=== uart_rx_cfg ===
Fig. 1: uart_rx_cfg, placement by cell class
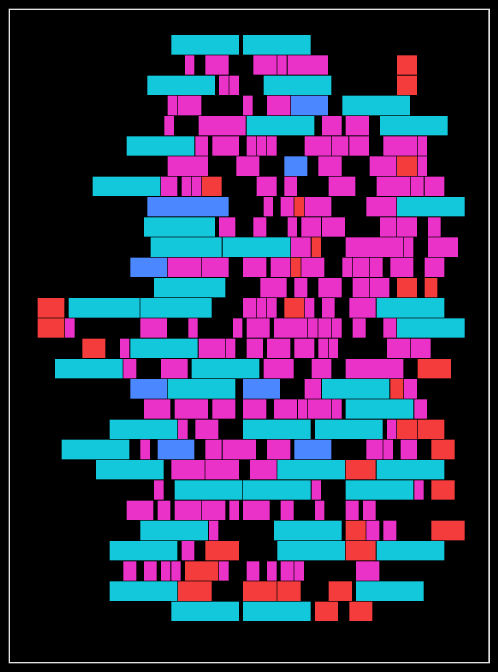

$ cat src/rtl/uart_pkg.sv
`default_nettype none
//==============================================================================
// uart_pkg : shared constants and FSM encoding for the configurable UART receiver
// Revision  : 1.0
//==============================================================================
package uart_pkg;

  localparam int PARITY_NONE = 0;
  localparam int PARITY_EVEN = 1;
  localparam int PARITY_ODD  = 2;

  // 50 MHz clock / 390625 baud
  localparam int CLKS_PER_BIT_DEFAULT = 128;

  typedef enum logic [2:0] {
    ST_IDLE      = 3'd0,
    ST_START     = 3'd1,
    ST_DATA      = 3'd2,
    ST_PARITY    = 3'd3,
    ST_STOP      = 3'd4,
    ST_WAIT_IDLE = 3'd5
  } rx_state_t;

endpackage : uart_pkg
`default_nettype wire

$ cat src/rtl/uart_rx_sync_vote.sv
`default_nettype none
//==============================================================================
// uart_rx_sync_vote : 2-FF line synchroniser with 3-sample majority vote
// Revision          : 1.0
//==============================================================================
module uart_rx_sync_vote (
  input  logic clock_in,
  input  logic reset_in,
  input  logic i_serial,
  output logic o_synced,
  output logic o_vote
);

  logic       r_meta;
  logic       r_sync;
  logic [2:0] r_hist;

  // Everything resets to the idle (high) line level.
  always_ff @(posedge clock_in or posedge reset_in) begin
    if (reset_in) begin
      r_meta <= 1'b1;
      r_sync <= 1'b1;
      r_hist <= 3'b111;
    end else begin
      r_meta <= i_serial;
      r_sync <= r_meta;
      r_hist <= {r_hist[1:0], r_sync};
    end
  end

  assign o_synced = r_sync;
  assign o_vote   = (r_hist[0] & r_hist[1]) | (r_hist[0] & r_hist[2]) | (r_hist[1] & r_hist[2]);

endmodule : uart_rx_sync_vote
`default_nettype wire

$ cat src/rtl/uart_rx_cfg.sv
`default_nettype none
//==============================================================================
// uart_rx_cfg : parametrised UART receiver with error flags and valid/ready hold
// Revision    : 1.0
//==============================================================================
module uart_rx_cfg
  import uart_pkg::*;
#(
  parameter int CLKS_PER_BIT = CLKS_PER_BIT_DEFAULT,
  parameter int DATA_BITS    = 8,
  parameter int PARITY_MODE  = PARITY_NONE,
  parameter int STOP_BITS    = 1
) (
  input  logic                 clock_in,
  input  logic                 reset_in,
  input  logic                 RX_serial,
  output logic [DATA_BITS-1:0] output_RX_byte,
  output logic                 output_RX_valid,
  input  logic                 RX_ready,
  output logic                 output_RX_parity_err,
  output logic                 output_RX_frame_err,
  output logic                 output_RX_break,
  output logic                 output_RX_overrun
);

  localparam int                 c_cnt_w      = $clog2(CLKS_PER_BIT);
  localparam int                 c_idx_w      = 4;
  localparam logic [c_cnt_w-1:0] c_cnt_half   = c_cnt_w'(CLKS_PER_BIT / 2);
  localparam logic [c_cnt_w-1:0] c_cnt_last   = c_cnt_w'(CLKS_PER_BIT - 1);
  localparam logic [c_idx_w-1:0] c_data_last  = c_idx_w'(DATA_BITS - 1);
  localparam logic [c_idx_w-1:0] c_stop_last  = c_idx_w'(STOP_BITS - 1);
  localparam logic               c_has_parity = (PARITY_MODE != PARITY_NONE);
  localparam logic               c_odd        = (PARITY_MODE == PARITY_ODD);

  logic w_synced;
  logic w_vote;

  uart_rx_sync_vote u_sync_vote (
    .clock_in (clock_in),
    .reset_in (reset_in),
    .i_serial (RX_serial),
    .o_synced (w_synced),
    .o_vote   (w_vote)
  );

  rx_state_t            r_state, w_state_next;
  logic [c_cnt_w-1:0]   r_cnt, w_cnt_next;
  logic [c_idx_w-1:0]   r_idx, w_idx_next;
  logic [DATA_BITS-1:0] r_shift, w_shift_next;
  logic                 r_par_bit, w_par_bit_next;
  logic                 r_par_err, w_par_err_next;
  logic                 r_ferr, w_ferr_next;
  logic                 w_done;
  logic                 w_ferr_now;
  logic                 w_brk_now;

  // Frame status as it stands at the current stop-bit sample.
  assign w_ferr_now = r_ferr | ~w_vote;
  assign w_brk_now  = w_ferr_now && (r_shift == '0) && !r_par_bit;

  always_ff @(posedge clock_in or posedge reset_in) begin
    if (reset_in) begin
      r_state   <= ST_IDLE;
      r_cnt     <= '0;
      r_idx     <= '0;
      r_shift   <= '0;
      r_par_bit <= 1'b0;
      r_par_err <= 1'b0;
      r_ferr    <= 1'b0;
    end else begin
      r_state   <= w_state_next;
      r_cnt     <= w_cnt_next;
      r_idx     <= w_idx_next;
      r_shift   <= w_shift_next;
      r_par_bit <= w_par_bit_next;
      r_par_err <= w_par_err_next;
      r_ferr    <= w_ferr_next;
    end
  end

  always_comb begin
    w_state_next   = r_state;
    w_cnt_next     = r_cnt + 1'b1;
    w_idx_next     = r_idx;
    w_shift_next   = r_shift;
    w_par_bit_next = r_par_bit;
    w_par_err_next = r_par_err;
    w_ferr_next    = r_ferr;
    w_done         = 1'b0;
    case (r_state)
      ST_IDLE: begin
        w_cnt_next     = '0;
        w_idx_next     = '0;
        w_par_bit_next = 1'b0;
        w_par_err_next = 1'b0;
        w_ferr_next    = 1'b0;
        if (!w_synced) w_state_next = ST_START;
      end
      ST_START: begin
        if (r_cnt == c_cnt_half) begin
          w_cnt_next   = '0;
          w_state_next = w_vote ? ST_IDLE : ST_DATA;
        end
      end
      ST_DATA: begin
        if (r_cnt == c_cnt_last) begin
          w_cnt_next   = '0;
          w_shift_next = {w_vote, r_shift[DATA_BITS-1:1]};
          if (r_idx == c_data_last) begin
            w_idx_next   = '0;
            w_state_next = c_has_parity ? ST_PARITY : ST_STOP;
          end else begin
            w_idx_next = r_idx + 1'b1;
          end
        end
      end
      ST_PARITY: begin
        if (r_cnt == c_cnt_last) begin
          w_cnt_next     = '0;
          w_par_bit_next = w_vote;
          w_par_err_next = ((^r_shift) ^ w_vote) != c_odd;
          w_state_next   = ST_STOP;
        end
      end
      ST_STOP: begin
        if (r_cnt == c_cnt_last) begin
          w_cnt_next  = '0;
          w_ferr_next = w_ferr_now;
          if (r_idx == c_stop_last) begin
            w_done       = 1'b1;
            w_idx_next   = '0;
            // A low stop bit means the line may still be held low; wait it out.
            w_state_next = w_ferr_now ? ST_WAIT_IDLE : ST_IDLE;
          end else begin
            w_idx_next = r_idx + 1'b1;
          end
        end
      end
      ST_WAIT_IDLE: begin
        w_cnt_next = '0;
        if (w_synced) w_state_next = ST_IDLE;
      end
      default: w_state_next = ST_IDLE;
    endcase
  end

  logic                 w_hs;
  logic [DATA_BITS-1:0] r_byte;
  logic                 r_valid;
  logic                 r_perr_out;
  logic                 r_ferr_out;
  logic                 r_brk_out;
  logic                 r_ovr_out;

  assign w_hs = r_valid & RX_ready;

  // One-entry holding register; a completion during handshake replaces the entry.
  always_ff @(posedge clock_in or posedge reset_in) begin
    if (reset_in) begin
      r_byte     <= '0;
      r_valid    <= 1'b0;
      r_perr_out <= 1'b0;
      r_ferr_out <= 1'b0;
      r_brk_out  <= 1'b0;
      r_ovr_out  <= 1'b0;
    end else begin
      if (w_done && (!r_valid || w_hs)) begin
        r_byte     <= r_shift;
        r_valid    <= 1'b1;
        r_perr_out <= r_par_err;
        r_ferr_out <= w_ferr_now;
        r_brk_out  <= w_brk_now;
      end else if (w_hs) begin
        r_valid    <= 1'b0;
        r_perr_out <= 1'b0;
        r_ferr_out <= 1'b0;
        r_brk_out  <= 1'b0;
      end
      if (w_done && r_valid && !w_hs) r_ovr_out <= 1'b1;
      else if (w_hs)                  r_ovr_out <= 1'b0;
    end
  end

  assign output_RX_byte       = r_byte;
  assign output_RX_valid      = r_valid;
  assign output_RX_parity_err = r_perr_out;
  assign output_RX_frame_err  = r_ferr_out;
  assign output_RX_break      = r_brk_out;
  assign output_RX_overrun    = r_ovr_out;

endmodule : uart_rx_cfg
`default_nettype wire

$ cat config.mk
export PLATFORM = sky130hd
export DESIGN_NAME = uart_rx_cfg
export DESIGN_NICKNAME = d
export VERILOG_FILES = /design/src/rtl/uart_pkg.sv /design/src/rtl/uart_rx_sync_vote.sv /design/src/rtl/uart_rx_cfg.sv
export SDC_FILE = /design/constraint.sdc
export NUM_CORES = 1
export LEC_CHECK = 0
export CAP_MARGIN = 20
export CORE_ASPECT_RATIO = 1.4
export CORE_MARGIN = 3
export CORE_UTILIZATION = 45
export CTS_CLUSTER_DIAMETER = 120
export CTS_CLUSTER_SIZE = 12
export DETAILED_ROUTE_END_ITERATION = 8
export GPL_TIMING_DRIVEN = 0
export HOLD_SLACK_MARGIN = 0.12
export PLACE_DENSITY = 0.75
export SYNTH_ARGS = -nofsm -noshare
export SYNTH_HDL_FRONTEND = slang
export SYNTH_SLANG_ARGS = --single-unit
$ cat constraint.sdc
create_clock -name clock_in -period 2 [get_ports clock_in]
set_input_delay 0.2 -clock clock_in [delete_from_list [all_inputs] [get_ports clock_in]]
set_output_delay 0.2 -clock clock_in [all_outputs]
set_load 0.1 [all_outputs]
=== ps2_host_tx ===
==> src/rtl/ps2_host_tx.sv <==
// rtl/ps2_host_tx.sv - PS/2 host-to-device command transmitter with device ACK check
module ps2_host_tx #(
  parameter int INHIBIT_CYCLES = 5000,
  parameter int START_TIMEOUT  = 750000,
  parameter int XFER_TIMEOUT   = 100000
) (
  input  logic       CLOCK_50,
  input  logic       resetn,
  input  logic [7:0] cmd_data,
  input  logic       cmd_valid,
  output logic       cmd_ready,
  input  logic       ps2_clk_in,
  input  logic       ps2_dat_in,
  output logic       ps2_clk_oe,
  output logic       ps2_dat_oe,
  output logic       busy,
  output logic       done,
  output logic [1:0] err_code
);

  typedef enum logic [2:0] {
    ST_IDLE,
    ST_INHIBIT,
    ST_REQ,
    ST_WAIT_DEV,
    ST_SEND,
    ST_ACK,
    ST_FINISH,
    ST_ABORT
  } state_t;

  localparam logic [19:0] INHIBIT_LAST = 20'(INHIBIT_CYCLES - 1);
  localparam logic [19:0] START_LAST   = 20'(START_TIMEOUT - 1);
  localparam logic [19:0] XFER_LAST    = 20'(XFER_TIMEOUT - 1);

  state_t      state;
  logic [7:0]  data;
  logic        parity;
  logic [3:0]  bit_cnt;
  logic [19:0] timer;

  logic clk_s1, clk_s2, clk_prev;
  logic dat_s1, dat_s2;
  logic fall;

  // Synchronisers reset to the idle-high line level so release never looks like an edge.
  always_ff @(posedge CLOCK_50 or negedge resetn) begin
    if (!resetn) begin
      clk_s1   <= 1'b1;
      clk_s2   <= 1'b1;
      clk_prev <= 1'b1;
      dat_s1   <= 1'b1;
      dat_s2   <= 1'b1;
    end else begin
      clk_s1   <= ps2_clk_in;
      clk_s2   <= clk_s1;
      clk_prev <= clk_s2;
      dat_s1   <= ps2_dat_in;
      dat_s2   <= dat_s1;
    end
  end

  assign fall = clk_prev & ~clk_s2;

  always_ff @(posedge CLOCK_50 or negedge resetn) begin
    if (!resetn) begin
      state      <= ST_IDLE;
      data       <= 8'd0;
      parity     <= 1'b0;
      bit_cnt    <= 4'd0;
      timer      <= 20'd0;
      cmd_ready  <= 1'b1;
      busy       <= 1'b0;
      done       <= 1'b0;
      err_code   <= 2'd0;
      ps2_clk_oe <= 1'b0;
      ps2_dat_oe <= 1'b0;
    end else begin
      done <= 1'b0;
      case (state)
        ST_IDLE: begin
          if (cmd_valid && cmd_ready) begin
            data       <= cmd_data;
            parity     <= ~^cmd_data;
            bit_cnt    <= 4'd0;
            timer      <= 20'd0;
            cmd_ready  <= 1'b0;
            busy       <= 1'b1;
            ps2_clk_oe <= 1'b1;
            ps2_dat_oe <= 1'b0;
            state      <= ST_INHIBIT;
          end
        end

        ST_INHIBIT: begin
          if (timer == INHIBIT_LAST) begin
            timer      <= 20'd0;
            ps2_dat_oe <= 1'b1;
            state      <= ST_REQ;
          end else begin
            timer <= timer + 20'd1;
          end
        end

        // Start bit is already on DAT when the clock is let go.
        ST_REQ: begin
          ps2_clk_oe <= 1'b0;
          timer      <= 20'd0;
          state      <= ST_WAIT_DEV;
        end

        ST_WAIT_DEV: begin
          if (fall) begin
            ps2_dat_oe <= ~data[0];
            timer      <= 20'd0;
            bit_cnt    <= 4'd1;
            state      <= ST_SEND;
          end else if (timer == START_LAST) begin
            ps2_clk_oe <= 1'b0;
            ps2_dat_oe <= 1'b0;
            done       <= 1'b1;
            err_code   <= 2'd1;
            state      <= ST_ABORT;
          end else begin
            timer <= timer + 20'd1;
          end
        end

        ST_SEND: begin
          if (timer == XFER_LAST) begin
            ps2_clk_oe <= 1'b0;
            ps2_dat_oe <= 1'b0;
            done       <= 1'b1;
            err_code   <= 2'd2;
            state      <= ST_ABORT;
          end else begin
            timer <= timer + 20'd1;
            if (fall) begin
              bit_cnt <= bit_cnt + 4'd1;
              if (bit_cnt <= 4'd7) begin
                ps2_dat_oe <= ~data[bit_cnt[2:0]];
              end else if (bit_cnt == 4'd8) begin
                ps2_dat_oe <= ~parity;
              end else begin
                ps2_dat_oe <= 1'b0;
                state      <= ST_ACK;
              end
            end
          end
        end

        ST_ACK: begin
          if (timer == XFER_LAST) begin
            ps2_clk_oe <= 1'b0;
            ps2_dat_oe <= 1'b0;
            done       <= 1'b1;
            err_code   <= 2'd2;
            state      <= ST_ABORT;
          end else begin
            timer <= timer + 20'd1;
            if (fall) begin
              if (!dat_s2) begin
                state <= ST_FINISH;
              end else begin
                ps2_clk_oe <= 1'b0;
                ps2_dat_oe <= 1'b0;
                done       <= 1'b1;
                err_code   <= 2'd3;
                state      <= ST_ABORT;
              end
            end
          end
        end

        // Hold off until the device has let both lines float back up.
        ST_FINISH: begin
          if (clk_s2 && dat_s2) begin
            done      <= 1'b1;
            err_code  <= 2'd0;
            busy      <= 1'b0;
            cmd_ready <= 1'b1;
            state     <= ST_IDLE;
          end
        end

        ST_ABORT: begin
          ps2_clk_oe <= 1'b0;
          ps2_dat_oe <= 1'b0;
          busy       <= 1'b0;
          cmd_ready  <= 1'b1;
          state      <= ST_IDLE;
        end

        default: begin
          ps2_clk_oe <= 1'b0;
          ps2_dat_oe <= 1'b0;
          busy       <= 1'b0;
          cmd_ready  <= 1'b1;
          state      <= ST_IDLE;
        end
      endcase
    end
  end

endmodule

==> config.mk <==
export PLATFORM = sky130hd
export DESIGN_NAME = ps2_host_tx
export DESIGN_NICKNAME = d
export VERILOG_FILES = /design/src/rtl/ps2_host_tx.sv
export SDC_FILE = /design/constraint.sdc
export NUM_CORES = 1
export LEC_CHECK = 0
export ABC_AREA = 1
export CORE_MARGIN = 1
export CORE_UTILIZATION = 60
export DETAILED_ROUTE_END_ITERATION = 8
export GPL_TIMING_DRIVEN = 1
export PLACE_DENSITY = 0.8
export SYNTH_ARGS = -nofsm -noshare
export SYNTH_HDL_FRONTEND = slang
export SYNTH_SLANG_ARGS = --single-unit
==> constraint.sdc <==
create_clock -name CLOCK_50 -period 2 [get_ports CLOCK_50]
set_input_delay 0.2 -clock CLOCK_50 [delete_from_list [all_inputs] [get_ports CLOCK_50]]
set_output_delay 0.2 -clock CLOCK_50 [all_outputs]
set_load 0.01 [all_outputs]
=== prio_wormhole_arbiter_flat ===
--- src/rtl/prio_wormhole_arbiter_if.sv ---
// prio_wormhole_arbiter_if: per-channel flit inputs, merged flit output and protocol error flag
interface prio_wormhole_arbiter_if #(parameter int N = 6, parameter int FLIT_SIZE = 32);
  logic [FLIT_SIZE*N-1:0] in;
  logic [N-1:0] in_valid;
  logic [N-1:0] in_avail;
  logic [FLIT_SIZE-1:0] out;
  logic out_valid;
  logic out_avail;
  logic proto_err;
  modport master (output in, in_valid, out_avail, input in_avail, out, out_valid, proto_err);
  modport slave (input in, in_valid, out_avail, output in_avail, out, out_valid, proto_err);
endinterface

--- src/rtl/prio_wormhole_arbiter.sv ---
// prio_wormhole_arbiter: N-input priority/round-robin wormhole flit arbiter with per-input FIFOs.
// Define AGING_EN to add per-input starvation counters that override priority at AGE_LIMIT.
module prio_wormhole_arbiter #(
  parameter int N = 6,
  parameter int FLIT_SIZE = 32,
  parameter int DEPTH = 4,
  parameter int HEADER_LEN = 2,
  parameter logic [HEADER_LEN-1:0] HEAD_FLIT = 'b10,
  parameter logic [HEADER_LEN-1:0] BODY_FLIT = 'b00,
  parameter logic [HEADER_LEN-1:0] TAIL_FLIT = 'b01,
  parameter logic [HEADER_LEN-1:0] SINGLE_FLIT = 'b11,
  parameter int CMP_POS = 29,
  parameter int CMP_LEN = 4,
  parameter int AGE_LIMIT = 15
) (
  input logic clk,
  input logic rst,
  prio_wormhole_arbiter_if.slave bus
);
  localparam int PW = DEPTH > 1 ? $clog2(DEPTH) : 1;
  localparam int CW = $clog2(DEPTH + 1);
  localparam int IW = $clog2(N);
  typedef enum logic [1:0] {IDLE, HOLD, LOCKED} state_t;
  logic [FLIT_SIZE-1:0] mem [N][DEPTH];
  logic [FLIT_SIZE-1:0] head [N];
  logic [PW-1:0] wp [N];
  logic [PW-1:0] rp [N];
  logic [CW-1:0] cnt [N];
  logic [N-1:0] avail, wr, rd, nonempty, elig, bad, bad_q, aged;
  logic rdy_q, any_elig, xfer, perr_q, perr_nx, sel_hs;
  logic [IW-1:0] lock_idx, lock_nx, rr_ptr, win, sel;
  logic [HEADER_LEN-1:0] sel_typ;
  logic [CMP_LEN:0] best, key;
  state_t state, state_nx;
  int j;
  for (genvar i = 0; i < N; i++) begin : g_in
    logic [HEADER_LEN-1:0] typ;
    assign head[i] = mem[i][rp[i]];
    assign typ = head[i][FLIT_SIZE-1 -: HEADER_LEN];
    assign nonempty[i] = cnt[i] != '0;
    assign avail[i] = rdy_q && cnt[i] < CW'(DEPTH);
    assign wr[i] = bus.in_valid[i] && avail[i];
    assign rd[i] = xfer && sel == IW'(i);
    assign elig[i] = nonempty[i] && (typ == HEAD_FLIT || typ == SINGLE_FLIT);
    // a BODY/TAIL at the head of any FIFO other than the locked one can never be granted
    assign bad[i] = nonempty[i] && !(typ == HEAD_FLIT || typ == SINGLE_FLIT) && !(state == LOCKED && lock_idx == IW'(i));
    always_ff @(posedge clk)
      if (wr[i]) mem[i][wp[i]] <= bus.in[FLIT_SIZE*i +: FLIT_SIZE];
    always_ff @(posedge clk or posedge rst)
      if (rst) begin
        wp[i] <= '0;
        rp[i] <= '0;
        cnt[i] <= '0;
      end else begin
        if (wr[i]) wp[i] <= wp[i] == PW'(DEPTH - 1) ? '0 : wp[i] + 1'b1;
        if (rd[i]) rp[i] <= rp[i] == PW'(DEPTH - 1) ? '0 : rp[i] + 1'b1;
        cnt[i] <= cnt[i] + CW'(wr[i]) - CW'(rd[i]);
      end
  end
`ifdef AGING_EN
  localparam int AW = $clog2(AGE_LIMIT + 1);
  for (genvar i = 0; i < N; i++) begin : g_age
    logic [AW-1:0] age;
    assign aged[i] = age == AW'(AGE_LIMIT);
    always_ff @(posedge clk or posedge rst)
      if (rst) age <= '0;
      else if (rd[i] && sel_hs) age <= '0;
      else if (state == IDLE && elig[i] && win != IW'(i) && !aged[i]) age <= age + 1'b1;
  end
`else
  assign aged = '0;
`endif
  // scan starts just after rr_ptr, so a strict '>' hands ties to the round-robin order
  always_comb begin
    win = '0;
    best = '0;
    any_elig = 1'b0;
    for (int k = 1; k <= N; k++) begin
      j = int'(rr_ptr) + k;
      if (j >= N) j = j - N;
      key = {aged[j], aged[j] ? CMP_LEN'(0) : head[j][CMP_POS -: CMP_LEN]};
      if (elig[j] && (!any_elig || key > best)) begin
        any_elig = 1'b1;
        best = key;
        win = IW'(j);
      end
    end
  end
  assign sel = state == IDLE ? win : lock_idx;
  assign bus.out_valid = state == IDLE ? any_elig : state == HOLD ? 1'b1 : nonempty[lock_idx];
  assign bus.out = bus.out_valid ? head[sel] : '0;
  assign bus.in_avail = avail;
  assign bus.proto_err = perr_q;
  assign xfer = bus.out_valid && bus.out_avail;
  assign sel_typ = head[sel][FLIT_SIZE-1 -: HEADER_LEN];
  assign sel_hs = sel_typ == HEAD_FLIT || sel_typ == SINGLE_FLIT;
  always_comb begin
    state_nx = state;
    lock_nx = state == IDLE && any_elig ? win : lock_idx;
    perr_nx = |(bad & ~bad_q) || (state == LOCKED && xfer && sel_hs);
    case (state)
      IDLE: state_nx = !any_elig ? IDLE : !xfer ? HOLD : sel_typ == HEAD_FLIT ? LOCKED : IDLE;
      HOLD: state_nx = !xfer ? HOLD : sel_typ == HEAD_FLIT ? LOCKED : IDLE;
      default: state_nx = xfer && sel_typ == TAIL_FLIT ? IDLE : LOCKED;
    endcase
  end
  always_ff @(posedge clk or posedge rst)
    if (rst) begin
      state <= IDLE;
      lock_idx <= '0;
      rr_ptr <= IW'(N - 1);
      rdy_q <= 1'b0;
      perr_q <= 1'b0;
      bad_q <= '0;
    end else begin
      state <= state_nx;
      lock_idx <= lock_nx;
      rdy_q <= 1'b1;
      perr_q <= perr_nx;
      bad_q <= bad;
      if (xfer && state != LOCKED) rr_ptr <= sel;
    end
endmodule

--- src/flat_wrapper.sv ---
// flat-port wrapper written by rule: the top's interface ports become plain ports
module prio_wormhole_arbiter_flat 
#(
  parameter int N = 6,
  parameter int FLIT_SIZE = 32,
  parameter int DEPTH = 4,
  parameter int HEADER_LEN = 2,
  parameter logic [HEADER_LEN-1:0] HEAD_FLIT = 'b10,
  parameter logic [HEADER_LEN-1:0] BODY_FLIT = 'b00,
  parameter logic [HEADER_LEN-1:0] TAIL_FLIT = 'b01,
  parameter logic [HEADER_LEN-1:0] SINGLE_FLIT = 'b11,
  parameter int CMP_POS = 29,
  parameter int CMP_LEN = 4,
  parameter int AGE_LIMIT = 15
)
  (clk, rst, bus_in, bus_in_valid, bus_out_avail, bus_in_avail, bus_out, bus_out_valid, bus_proto_err);
  prio_wormhole_arbiter_if #(.N(N), .FLIT_SIZE(FLIT_SIZE)) bus_i ();
  input logic clk;
  input logic rst;
  input wire logic [$bits(bus_i.in)-1:0] bus_in;
  input wire logic [$bits(bus_i.in_valid)-1:0] bus_in_valid;
  input wire logic [$bits(bus_i.out_avail)-1:0] bus_out_avail;
  output wire logic [$bits(bus_i.in_avail)-1:0] bus_in_avail;
  output wire logic [$bits(bus_i.out)-1:0] bus_out;
  output wire logic [$bits(bus_i.out_valid)-1:0] bus_out_valid;
  output wire logic [$bits(bus_i.proto_err)-1:0] bus_proto_err;
  assign bus_i.in = bus_in;
  assign bus_i.in_valid = bus_in_valid;
  assign bus_i.out_avail = bus_out_avail;
  assign bus_in_avail = bus_i.in_avail;
  assign bus_out = bus_i.out;
  assign bus_out_valid = bus_i.out_valid;
  assign bus_proto_err = bus_i.proto_err;
  prio_wormhole_arbiter #(.N(N), .FLIT_SIZE(FLIT_SIZE), .DEPTH(DEPTH), .HEADER_LEN(HEADER_LEN), .HEAD_FLIT(HEAD_FLIT), .BODY_FLIT(BODY_FLIT), .TAIL_FLIT(TAIL_FLIT), .SINGLE_FLIT(SINGLE_FLIT), .CMP_POS(CMP_POS), .CMP_LEN(CMP_LEN), .AGE_LIMIT(AGE_LIMIT)) u_core (.clk(clk), .rst(rst), .bus(bus_i));
endmodule
--- config.mk ---
export PLATFORM = sky130hd
export DESIGN_NAME = prio_wormhole_arbiter_flat
export DESIGN_NICKNAME = d
export VERILOG_FILES = /design/src/rtl/prio_wormhole_arbiter_if.sv /design/src/rtl/prio_wormhole_arbiter.sv /design/src/flat_wrapper.sv
export SDC_FILE = /design/constraint.sdc
export NUM_CORES = 1
export LEC_CHECK = 0
export CELL_PAD_IN_SITES_DETAIL_PLACEMENT = 1
export CELL_PAD_IN_SITES_GLOBAL_PLACEMENT = 1
export CORE_MARGIN = 5
export CORE_UTILIZATION = 47
export CTS_BUF_LIST = sky130_fd_sc_hd__clkbuf_2 sky130_fd_sc_hd__clkbuf_4 sky130_fd_sc_hd__clkbuf_8
export CTS_CLUSTER_SIZE = 20
export DETAILED_ROUTE_END_ITERATION = 10
export PLACE_DENSITY_LB_ADDON = 0.1
export SETUP_SLACK_MARGIN = 0.3
export SYNTH_ARGS = -nofsm -noshare
export SYNTH_HDL_FRONTEND = slang
export SYNTH_SLANG_ARGS = --single-unit
--- constraint.sdc ---
create_clock -name clk -period 16.9 [get_ports clk]
set_clock_uncertainty 0.1 [all_clocks]
set_input_delay 1.69 -clock clk [delete_from_list [all_inputs] [get_ports clk]]
set_output_delay 1.69 -clock clk [all_outputs]
set_load 0.02 [all_outputs]
=== decode_stage ===
===== src/rtl/decode_stage.sv =====
// Decode stage: register file, busy-bit scoreboard and branch-pending tracking that feed the DE/EX latch.
// Optional macro WB_BYPASS_EN forwards the same-cycle writeback into the hazard check and operand reads.
module decode_stage #(
  parameter int DATA_WIDTH = 16,
  parameter int NUM_REGS   = 16,
  parameter int PC_WIDTH   = 16,
  parameter int IR_WIDTH   = 32
) (
  input  logic                  I_CLOCK,
  input  logic                  I_LOCK,
  input  logic [PC_WIDTH-1:0]   I_PC,
  input  logic [IR_WIDTH-1:0]   I_IR,
  input  logic                  I_FetchStall,
  input  logic                  I_FRAMESTALL,
  input  logic                  I_WriteBackEnable,
  input  logic [3:0]            I_WriteBackRegIdx,
  input  logic [DATA_WIDTH-1:0] I_WriteBackData,
  input  logic                  I_BranchAddrSelect,
  output logic                  O_LOCK,
  output logic [PC_WIDTH-1:0]   O_PC,
  output logic [7:0]            O_Opcode,
  output logic [3:0]            O_DestRegIdx,
  output logic [DATA_WIDTH-1:0] O_Src1Value,
  output logic [DATA_WIDTH-1:0] O_Src2Value,
  output logic [DATA_WIDTH-1:0] O_Imm,
  output logic                  O_DepStallOut,
  output logic                  O_DepStallSignal,
  output logic                  O_BranchStallSignal
);

  localparam logic [3:0] CLS_ALU_RR = 4'h0;
  localparam logic [3:0] CLS_ALU_RI = 4'h1;
  localparam logic [3:0] CLS_LOAD   = 4'h2;
  localparam logic [3:0] CLS_STORE  = 4'h3;
  localparam logic [3:0] CLS_BRANCH = 4'h4;
  localparam logic [3:0] CLS_JUMP   = 4'h5;
  localparam logic [7:0] OPCODE_NOP = 8'hFF;

  logic [DATA_WIDTH-1:0] rf [NUM_REGS];
  logic [NUM_REGS-1:0]   busy;
  logic [NUM_REGS-1:0]   busy_eff;
  logic [NUM_REGS-1:0]   wb_clear;
  logic [NUM_REGS-1:0]   dst_set;
  logic                  branch_pending;

  logic [3:0]            cls;
  logic [3:0]            dst;
  logic [3:0]            src1;
  logic [3:0]            src2;
  logic                  cls_valid;
  logic                  reads_src1;
  logic                  reads_src2;
  logic                  writes_dst;
  logic                  is_branch;
  logic                  dep_hazard;
  logic                  dep_stall;
  logic                  issue;
  logic [DATA_WIDTH-1:0] src1_value;
  logic [DATA_WIDTH-1:0] src2_value;

  assign cls  = I_IR[31:28];
  assign dst  = I_IR[23:20];
  assign src1 = I_IR[19:16];
  assign src2 = I_IR[11:8];

  // NOTE: every output gets a default before the case, so no path can leave a latch behind.
  always_comb begin
    cls_valid  = 1'b0;
    reads_src1 = 1'b0;
    reads_src2 = 1'b0;
    writes_dst = 1'b0;
    is_branch  = 1'b0;
    case (cls)
      CLS_ALU_RR: begin cls_valid = 1'b1; reads_src1 = 1'b1; reads_src2 = 1'b1; writes_dst = 1'b1; end
      CLS_ALU_RI: begin cls_valid = 1'b1; reads_src1 = 1'b1; writes_dst = 1'b1; end
      CLS_LOAD:   begin cls_valid = 1'b1; reads_src1 = 1'b1; writes_dst = 1'b1; end
      CLS_STORE:  begin cls_valid = 1'b1; reads_src1 = 1'b1; reads_src2 = 1'b1; end
      CLS_BRANCH: begin cls_valid = 1'b1; reads_src1 = 1'b1; reads_src2 = 1'b1; is_branch = 1'b1; end
      CLS_JUMP:   begin cls_valid = 1'b1; is_branch = 1'b1; end
      default:    ;
    endcase
  end

  always_comb begin
    wb_clear = '0;
    if (I_WriteBackEnable) wb_clear[I_WriteBackRegIdx] = 1'b1;
  end

`ifdef WB_BYPASS_EN
  assign busy_eff   = busy & ~wb_clear;
  assign src1_value = (I_WriteBackEnable && I_WriteBackRegIdx == src1) ? I_WriteBackData : rf[src1];
  assign src2_value = (I_WriteBackEnable && I_WriteBackRegIdx == src2) ? I_WriteBackData : rf[src2];
`else
  assign busy_eff   = busy;
  assign src1_value = rf[src1];
  assign src2_value = rf[src2];
`endif

  // The destination field is checked for every valid class, not only for register writers.
  assign dep_hazard = busy_eff[dst] | (reads_src1 & busy_eff[src1]) | (reads_src2 & busy_eff[src2]);
  assign dep_stall  = ~I_FetchStall & cls_valid & dep_hazard;
  assign issue      = ~I_FRAMESTALL & ~I_FetchStall & cls_valid & ~dep_hazard & ~branch_pending;

  assign O_DepStallSignal    = dep_stall;
  assign O_BranchStallSignal = branch_pending | (is_branch & dep_stall);

  always_comb begin
    dst_set = '0;
    if (issue && writes_dst) dst_set[dst] = 1'b1;
  end

  // NOTE: sequential state uses non-blocking assignments only, so every read sees pre-edge values.
  always_ff @(negedge I_CLOCK) begin
    O_LOCK <= I_LOCK;
    if (!I_LOCK) begin
      // NOTE: the register file is cleared explicitly; software relies on every register reading 0 after reset.
      for (int i = 0; i < NUM_REGS; i++) rf[i] <= '0;
      busy           <= '0;
      branch_pending <= 1'b0;
      O_PC           <= '0;
      O_Opcode       <= OPCODE_NOP;
      O_DestRegIdx   <= '0;
      O_Src1Value    <= '0;
      O_Src2Value    <= '0;
      O_Imm          <= '0;
      O_DepStallOut  <= 1'b1;
    end else if (!I_FRAMESTALL) begin
      if (I_WriteBackEnable) rf[I_WriteBackRegIdx] <= I_WriteBackData;
      // A same-edge issue to the writeback register keeps it busy: the set is applied after the clear.
      busy           <= (busy & ~wb_clear) | dst_set;
      branch_pending <= (issue & is_branch) | (branch_pending & ~I_BranchAddrSelect);
      if (issue) begin
        O_PC          <= I_PC;
        O_Opcode      <= I_IR[31:24];
        O_DestRegIdx  <= dst;
        O_Src1Value   <= src1_value;
        O_Src2Value   <= src2_value;
        O_Imm         <= DATA_WIDTH'(I_IR[15:0]);
        O_DepStallOut <= 1'b0;
      end else begin
        O_Opcode      <= OPCODE_NOP;
        O_DepStallOut <= 1'b1;
      end
    end
  end

endmodule


===== config.mk =====
export PLATFORM = sky130hd
export DESIGN_NAME = decode_stage
export DESIGN_NICKNAME = d
export VERILOG_FILES = /design/src/rtl/decode_stage.sv
export SDC_FILE = /design/constraint.sdc
export NUM_CORES = 1
export LEC_CHECK = 0
export CORE_MARGIN = 3
export CORE_UTILIZATION = 50
export CTS_CLUSTER_DIAMETER = 50
export DETAILED_ROUTE_END_ITERATION = 10
export GPL_TIMING_DRIVEN = 1
export PLACE_DENSITY = 0.8
export SLEW_MARGIN = 10
export SYNTH_ARGS = -nofsm -noshare
export SYNTH_HDL_FRONTEND = slang
export SYNTH_SLANG_ARGS = --single-unit
export TNS_END_PERCENT = 5

===== constraint.sdc =====
create_clock -name I_CLOCK -period 5.3 [get_ports I_CLOCK]
set_clock_uncertainty 0.1 [all_clocks]
set_input_delay 1.06 -clock I_CLOCK [delete_from_list [all_inputs] [get_ports I_CLOCK]]
set_output_delay 1.06 -clock I_CLOCK [all_outputs]
set_load 0.02 [all_outputs]


==> screenshots <==
Sequential cells colored by netlist name.
Other sequential cells in the stronger gray, the rest of the logic in the fainter gray.
Plate I
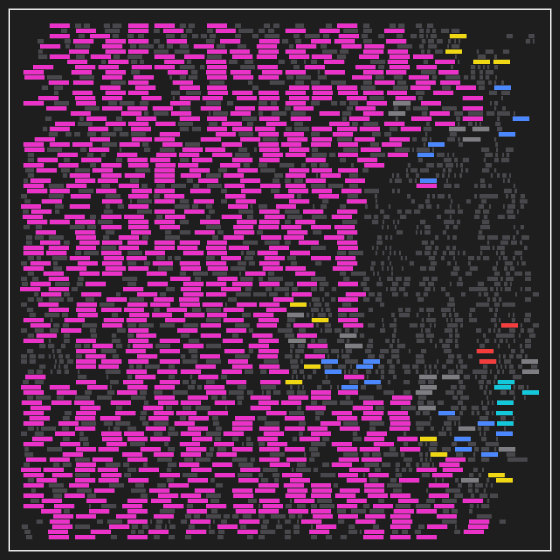
Plate II
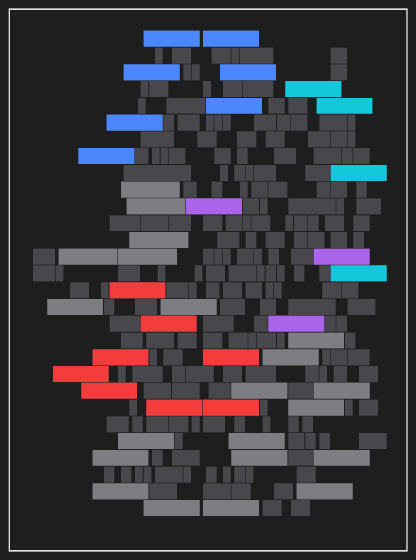
Plate III
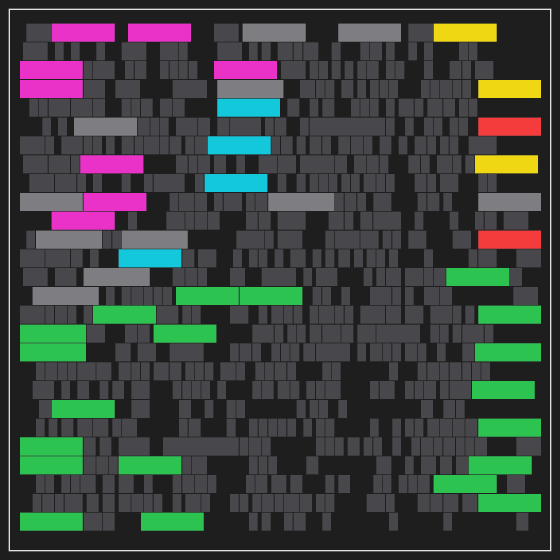
Plate IV
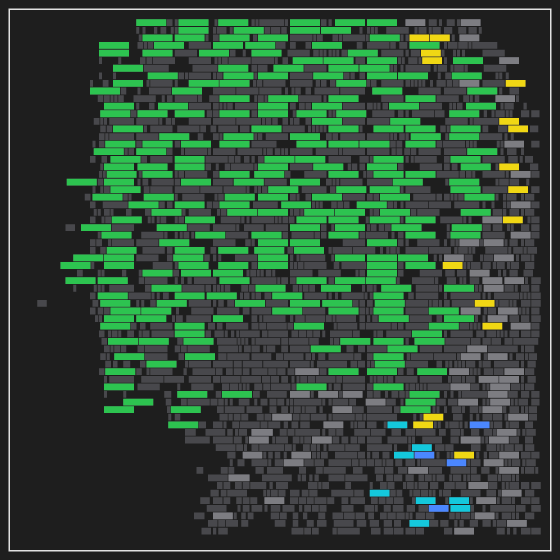
- most cells: Plate I
- most sequential cells: Plate I
For uart_rx_cfg, see Plate II.
For prio_wormhole_arbiter_flat, see Plate I.
For ps2_host_tx, see Plate III.
For decode_stage, see Plate IV.

Key to Plate IV:
Yellow marks O_Src1Value, flops 16. Green marks rf, flops 256. Cyan marks O_Opcode, flops 8, where lower right. Blue marks O_DestRegIdx, flops 4, where lower right.
Another 67 sequential cells are not colored.

Fig. 2: decode_stage, clock wires, drivers and flops
Scale bar: 50 um.
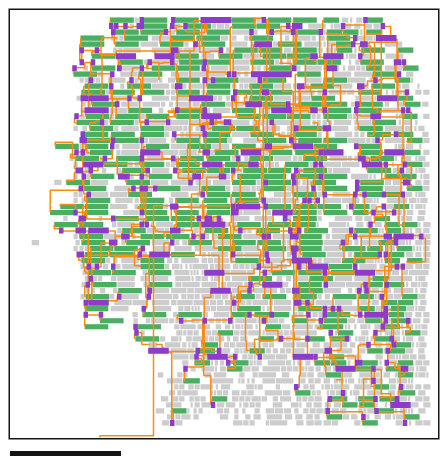
Orange marks clock wires, length 6,850 um. Green marks flip-flops, count 351. Purple marks clock drivers, count 391.
Position of the flops: spread over the die. There are 392 routed clock nets.

==> Slide: Implementation Results, decode_stage <==
Run Summary

Outcome
  • Status: finished, violations left
  • Failing checks: negative setup slack

Synth
  • Post-synth cell types: 44
  • Flops after synth: 351
  • Post-synth EDFFs: 256
  • Mapped Cells: 1,244
  • Xor/xnor share: 0%
  • Top cells by count: and2_1 (256), edfxtp_1 (256), mux4_2 (167)

Layout
  • Area Overhead vs Synth: 35.44%
  • Registers: 351
  • Clock buf count: 42
  • NonClk Buf Share: 13.62%
  • Max reg flops: 256

Route
  • WL per Instance: 24.53 um
  • Highest routed metal layer: met4

STA
  • Hold WS: 361.3 ps
  • Min setup slack post-route: -976.5 ps
  • # setup viols final: 91

Clocking
  • CTS tree: built
  • Clock root cell: clkbuf_16
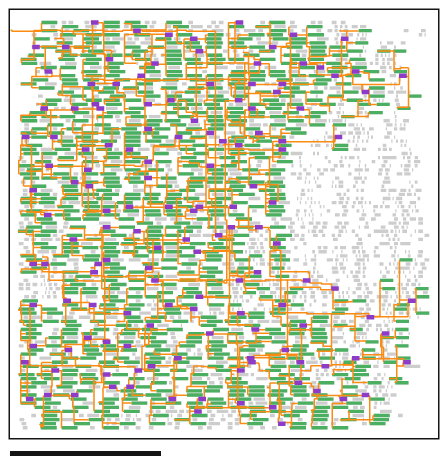
Fig. 3. Clock wires, drivers and flops (prio_wormhole_arbiter_flat).
Scale bar: 100 um.
Purple marks clock drivers, count 140. Green marks flip-flops, count 826. Orange marks clock wires, length 10,500 um.
Position of the flops: spread over the die.

Fig. 4: prio_wormhole_arbiter_flat, the clock network
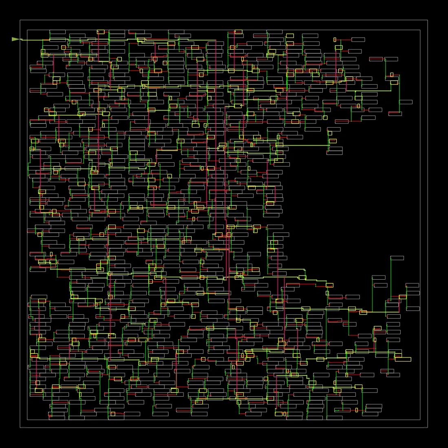
cts bufs inserted: 140
clk sink count: 826
clk latency late pin: 770 ps
registers: 826

==> Slide: Implementation Results, prio_wormhole_arbiter_flat <==
Run Summary

Synth
  • Largest cells by area: edfxtp_1 (65%), mux4_2 (12%), dfrtp_1 (4.0%)
  • Mean post-synth cell area: 18.60 um^2
  • Ys async rst share: 7.022%
  • Synth Area in Simple Gates: 3.660%
  • Ys flop type: edfxtp_1
  • Yosys top cell by instances: edfxtp_1
  • Post-synth EDFFs: 768
  • Post-synth cell types: 92

Layout
  • Max reg flops: 768
  • Logic area: 10,240 um^2
  • Non-clock buffer count: 286
  • Share of cells above drive strength 1: 23.37%
  • Final Instance Area: 41,790 um^2

Outcome
  • Status: complete, no violations

STA
  • Period minus WS final: 15,790 ps
  • Final Slew Violations: 0
  • Hold WS: 460.2 ps
  • Unrepaired setup endpoints after global routing: no
  • Min setup slack post-route: 1109 ps

Global routing
  • Largest net degree at the start of global routing: 59
  • GRT busiest layer: met2

Die
  • Die Size: 80,870 um^2
  • Tapcells: 969
  • Init Core Util: 47.45%

Route
  • Remaining DRCs: 0

Critical path
  • Type of origin of the critical path: flip-flop
  • Crit path capture type: output port
  • Family with the most delay on the worst path: AND-OR/OR-AND gates
  • Reg-to-reg endpoint: u_core.cnt[5]
  • Flop2flop setup slack: 3130 ps

Clocking
  • Post_cts resized: 0
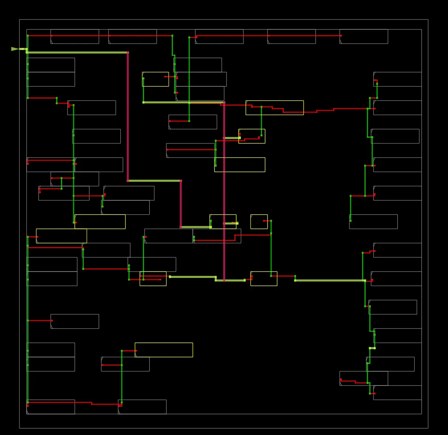
Fig. 5. The clock network (ps2_host_tx).
registers: 48
clk latency late pin: 310 ps
clock buf count: 5

==> Slide: Implementation Results, ps2_host_tx <==
Run Summary

Synth
  • Ys flop type: dfrtp_1
  • Syn Nets: 550
  • Largest cells by area: dfrtp_1 (30%), nand2_1 (18%), nand3_1 (10%)
  • YS chip area: 3471 um^2
  • Synth mux share: 0%
  • Synth Area in Simple Gates: 44.20%
  • Top cells by count: nand2_1 (162), nand3_1 (71), nor2_1 (69)

Global routing
  • GRT busiest layer: met2

Placement
  • Routability cong.: 1.057
  • DPL Wire Length: 7439 um

Outcome
  • Status: complete, no violations

Layout
  • Seq area share: 30.39%
  • Max reg flops: 20
  • Reg with most FFs: timer
  • Final Util: 72.02%

Route
  • Highest routed metal layer: met4
  • DR WL met2: 4482 um
  • TritonRoute pass-1 iters: 5
  • Detailed Route Iter0 Violations: 392

Critical path
  • Cell mode on critical path: nand2_1
  • Crit path capture type: flip-flop
  • R2R cell count: 10
  • CP Data Arrival Time: 2060 ps

STA
  • Cycle use final: 92.42%
  • Final hold violations: 0

Clocking
  • CTS tree: built
  • Clock-pin slew on the worst setup and hold paths: 100 ps
  • Clock root cell: clkbuf_8
  • Post_cts resized: 0
  • H-Tree Level Count: 2

Job
  • Maxcap violations: 0

Die
  • Die Size: 6093 um^2
  • Tapcells: 72

Hold path
  • Hold crit path type: input port to flip-flop
Fig. 6: uart_rx_cfg, logic cells by family
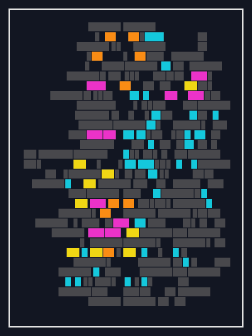
Magenta marks adder and majority cells, cells 10, most used ha_1. Orange marks XOR/XNOR gates, cells 9, most used xnor2_1. Yellow marks multiplexers, cells 9, most used mux2i_1. Cyan marks inverting AOI/OAI gates, cells 34, most used o21ai_0.

Notes on Fig. 1 above:
Red marks other buffers and delay cells, cells 31. Cyan marks flops, cells 43. Magenta marks combinational and other logic, cells 153. Blue marks clock drivers and dummy loads, cells 8.

==> Slide: Implementation Results, uart_rx_cfg <==
Run Summary

Layout
  • Registers: 43
  • Count of non-CTS inverters in the layout: 19
  • NonClk Buf Share: 10.33%
  • Top cells excl fill/tap: dfrtp_1 (38), inv_1 (17), nand2_1 (15)
  • Ant. Diodes: 0
  • Top cell category: registers
  • Final Instance Area: 2615 um^2
  • Seq area share: 41.39%
  • Logic area: 992.2 um^2
  • Area Overhead vs Synth: 22.08%
  • Fin cells: 297

Synth
  • Ys async rst share: 100.0%
  • YS warnings: 0
  • Aoi share: 14.95%
  • Synth area leader: dfrtp_1
  • Synth Area in Simple Gates: 16.30%
  • Xor/xnor share: 3.680%
  • Post-synth EDFFs: 0
  • Syn Std Cell Area: 2142 um^2
  • Flops after synth: 43
  • Synthesized-area fraction occupied by adder cells: 5.607%
  • YS chip area: 2142 um^2

Clocking
  • Post_cts resized: 12
  • CTS tree: built
  • Postcts setup bufs: 0
  • H-Tree Level Count: 2

Critical path
  • Critical path depth in cells: 6
  • Crit path capture type: flip-flop
  • Worst Path Max Fanout: 4
  • R2R cell count: 6
  • CP Data Arrival Time: 2190 ps
  • CP startpoint: r_idx[1]

Route
  • Detailed Route Iter0 Violations: 64
  • Post-Route WL: 4121 um
  • DR WL met3: 83 um

Global routing
  • M3 GR Usage: 2.054%
  • Grt ovf: 0
  • Largest net degree at the start of global routing: 44
  • Vias in the first global route: 1,556

Die
  • Die height: 87.64 um
  • Core area: 4572 um^2
  • I/O pins: 17
  • Init Core Util: 46.85%

Outcome
  • Status: complete, no violations

STA
  • Final hold violations: 0
  • Worst Max-Slew Pin Slew: 978.7 ps
  • Cycle use final: 98.76%
  • Setup Skew: 9.262 ps

Job
  • Maxcap violations: 0

Placement
  • Area after DPL: 2380 um^2


==> screenshots <==
Placement by cell class.
image #1
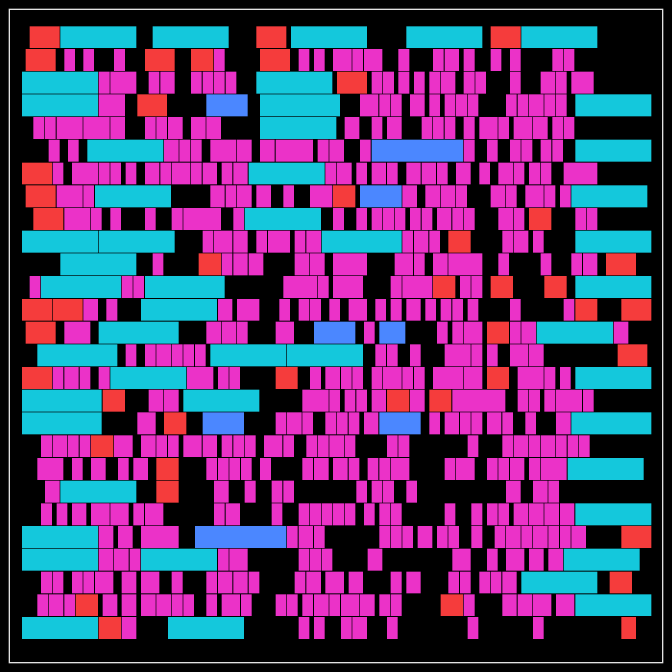
image #2
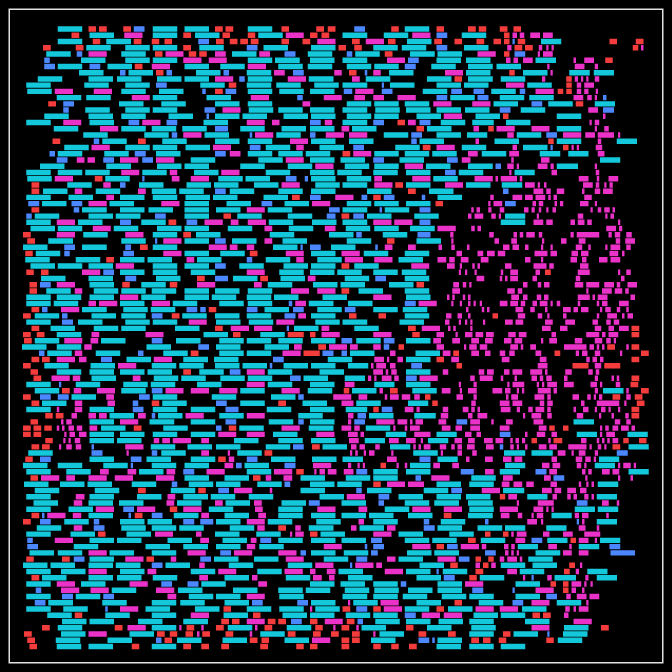
image #3
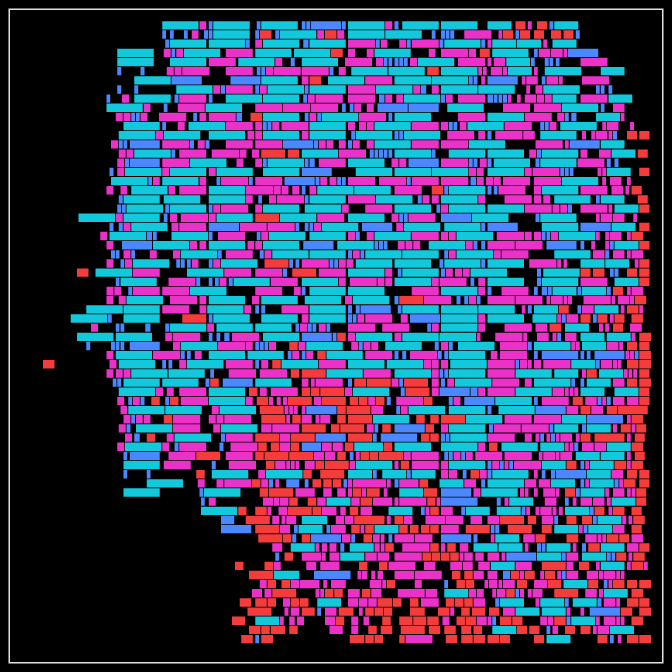
Image #3 is decode_stage.
Image #1 is ps2_host_tx.
Image #2 is prio_wormhole_arbiter_flat.
Of these, lowest utilization: image #2

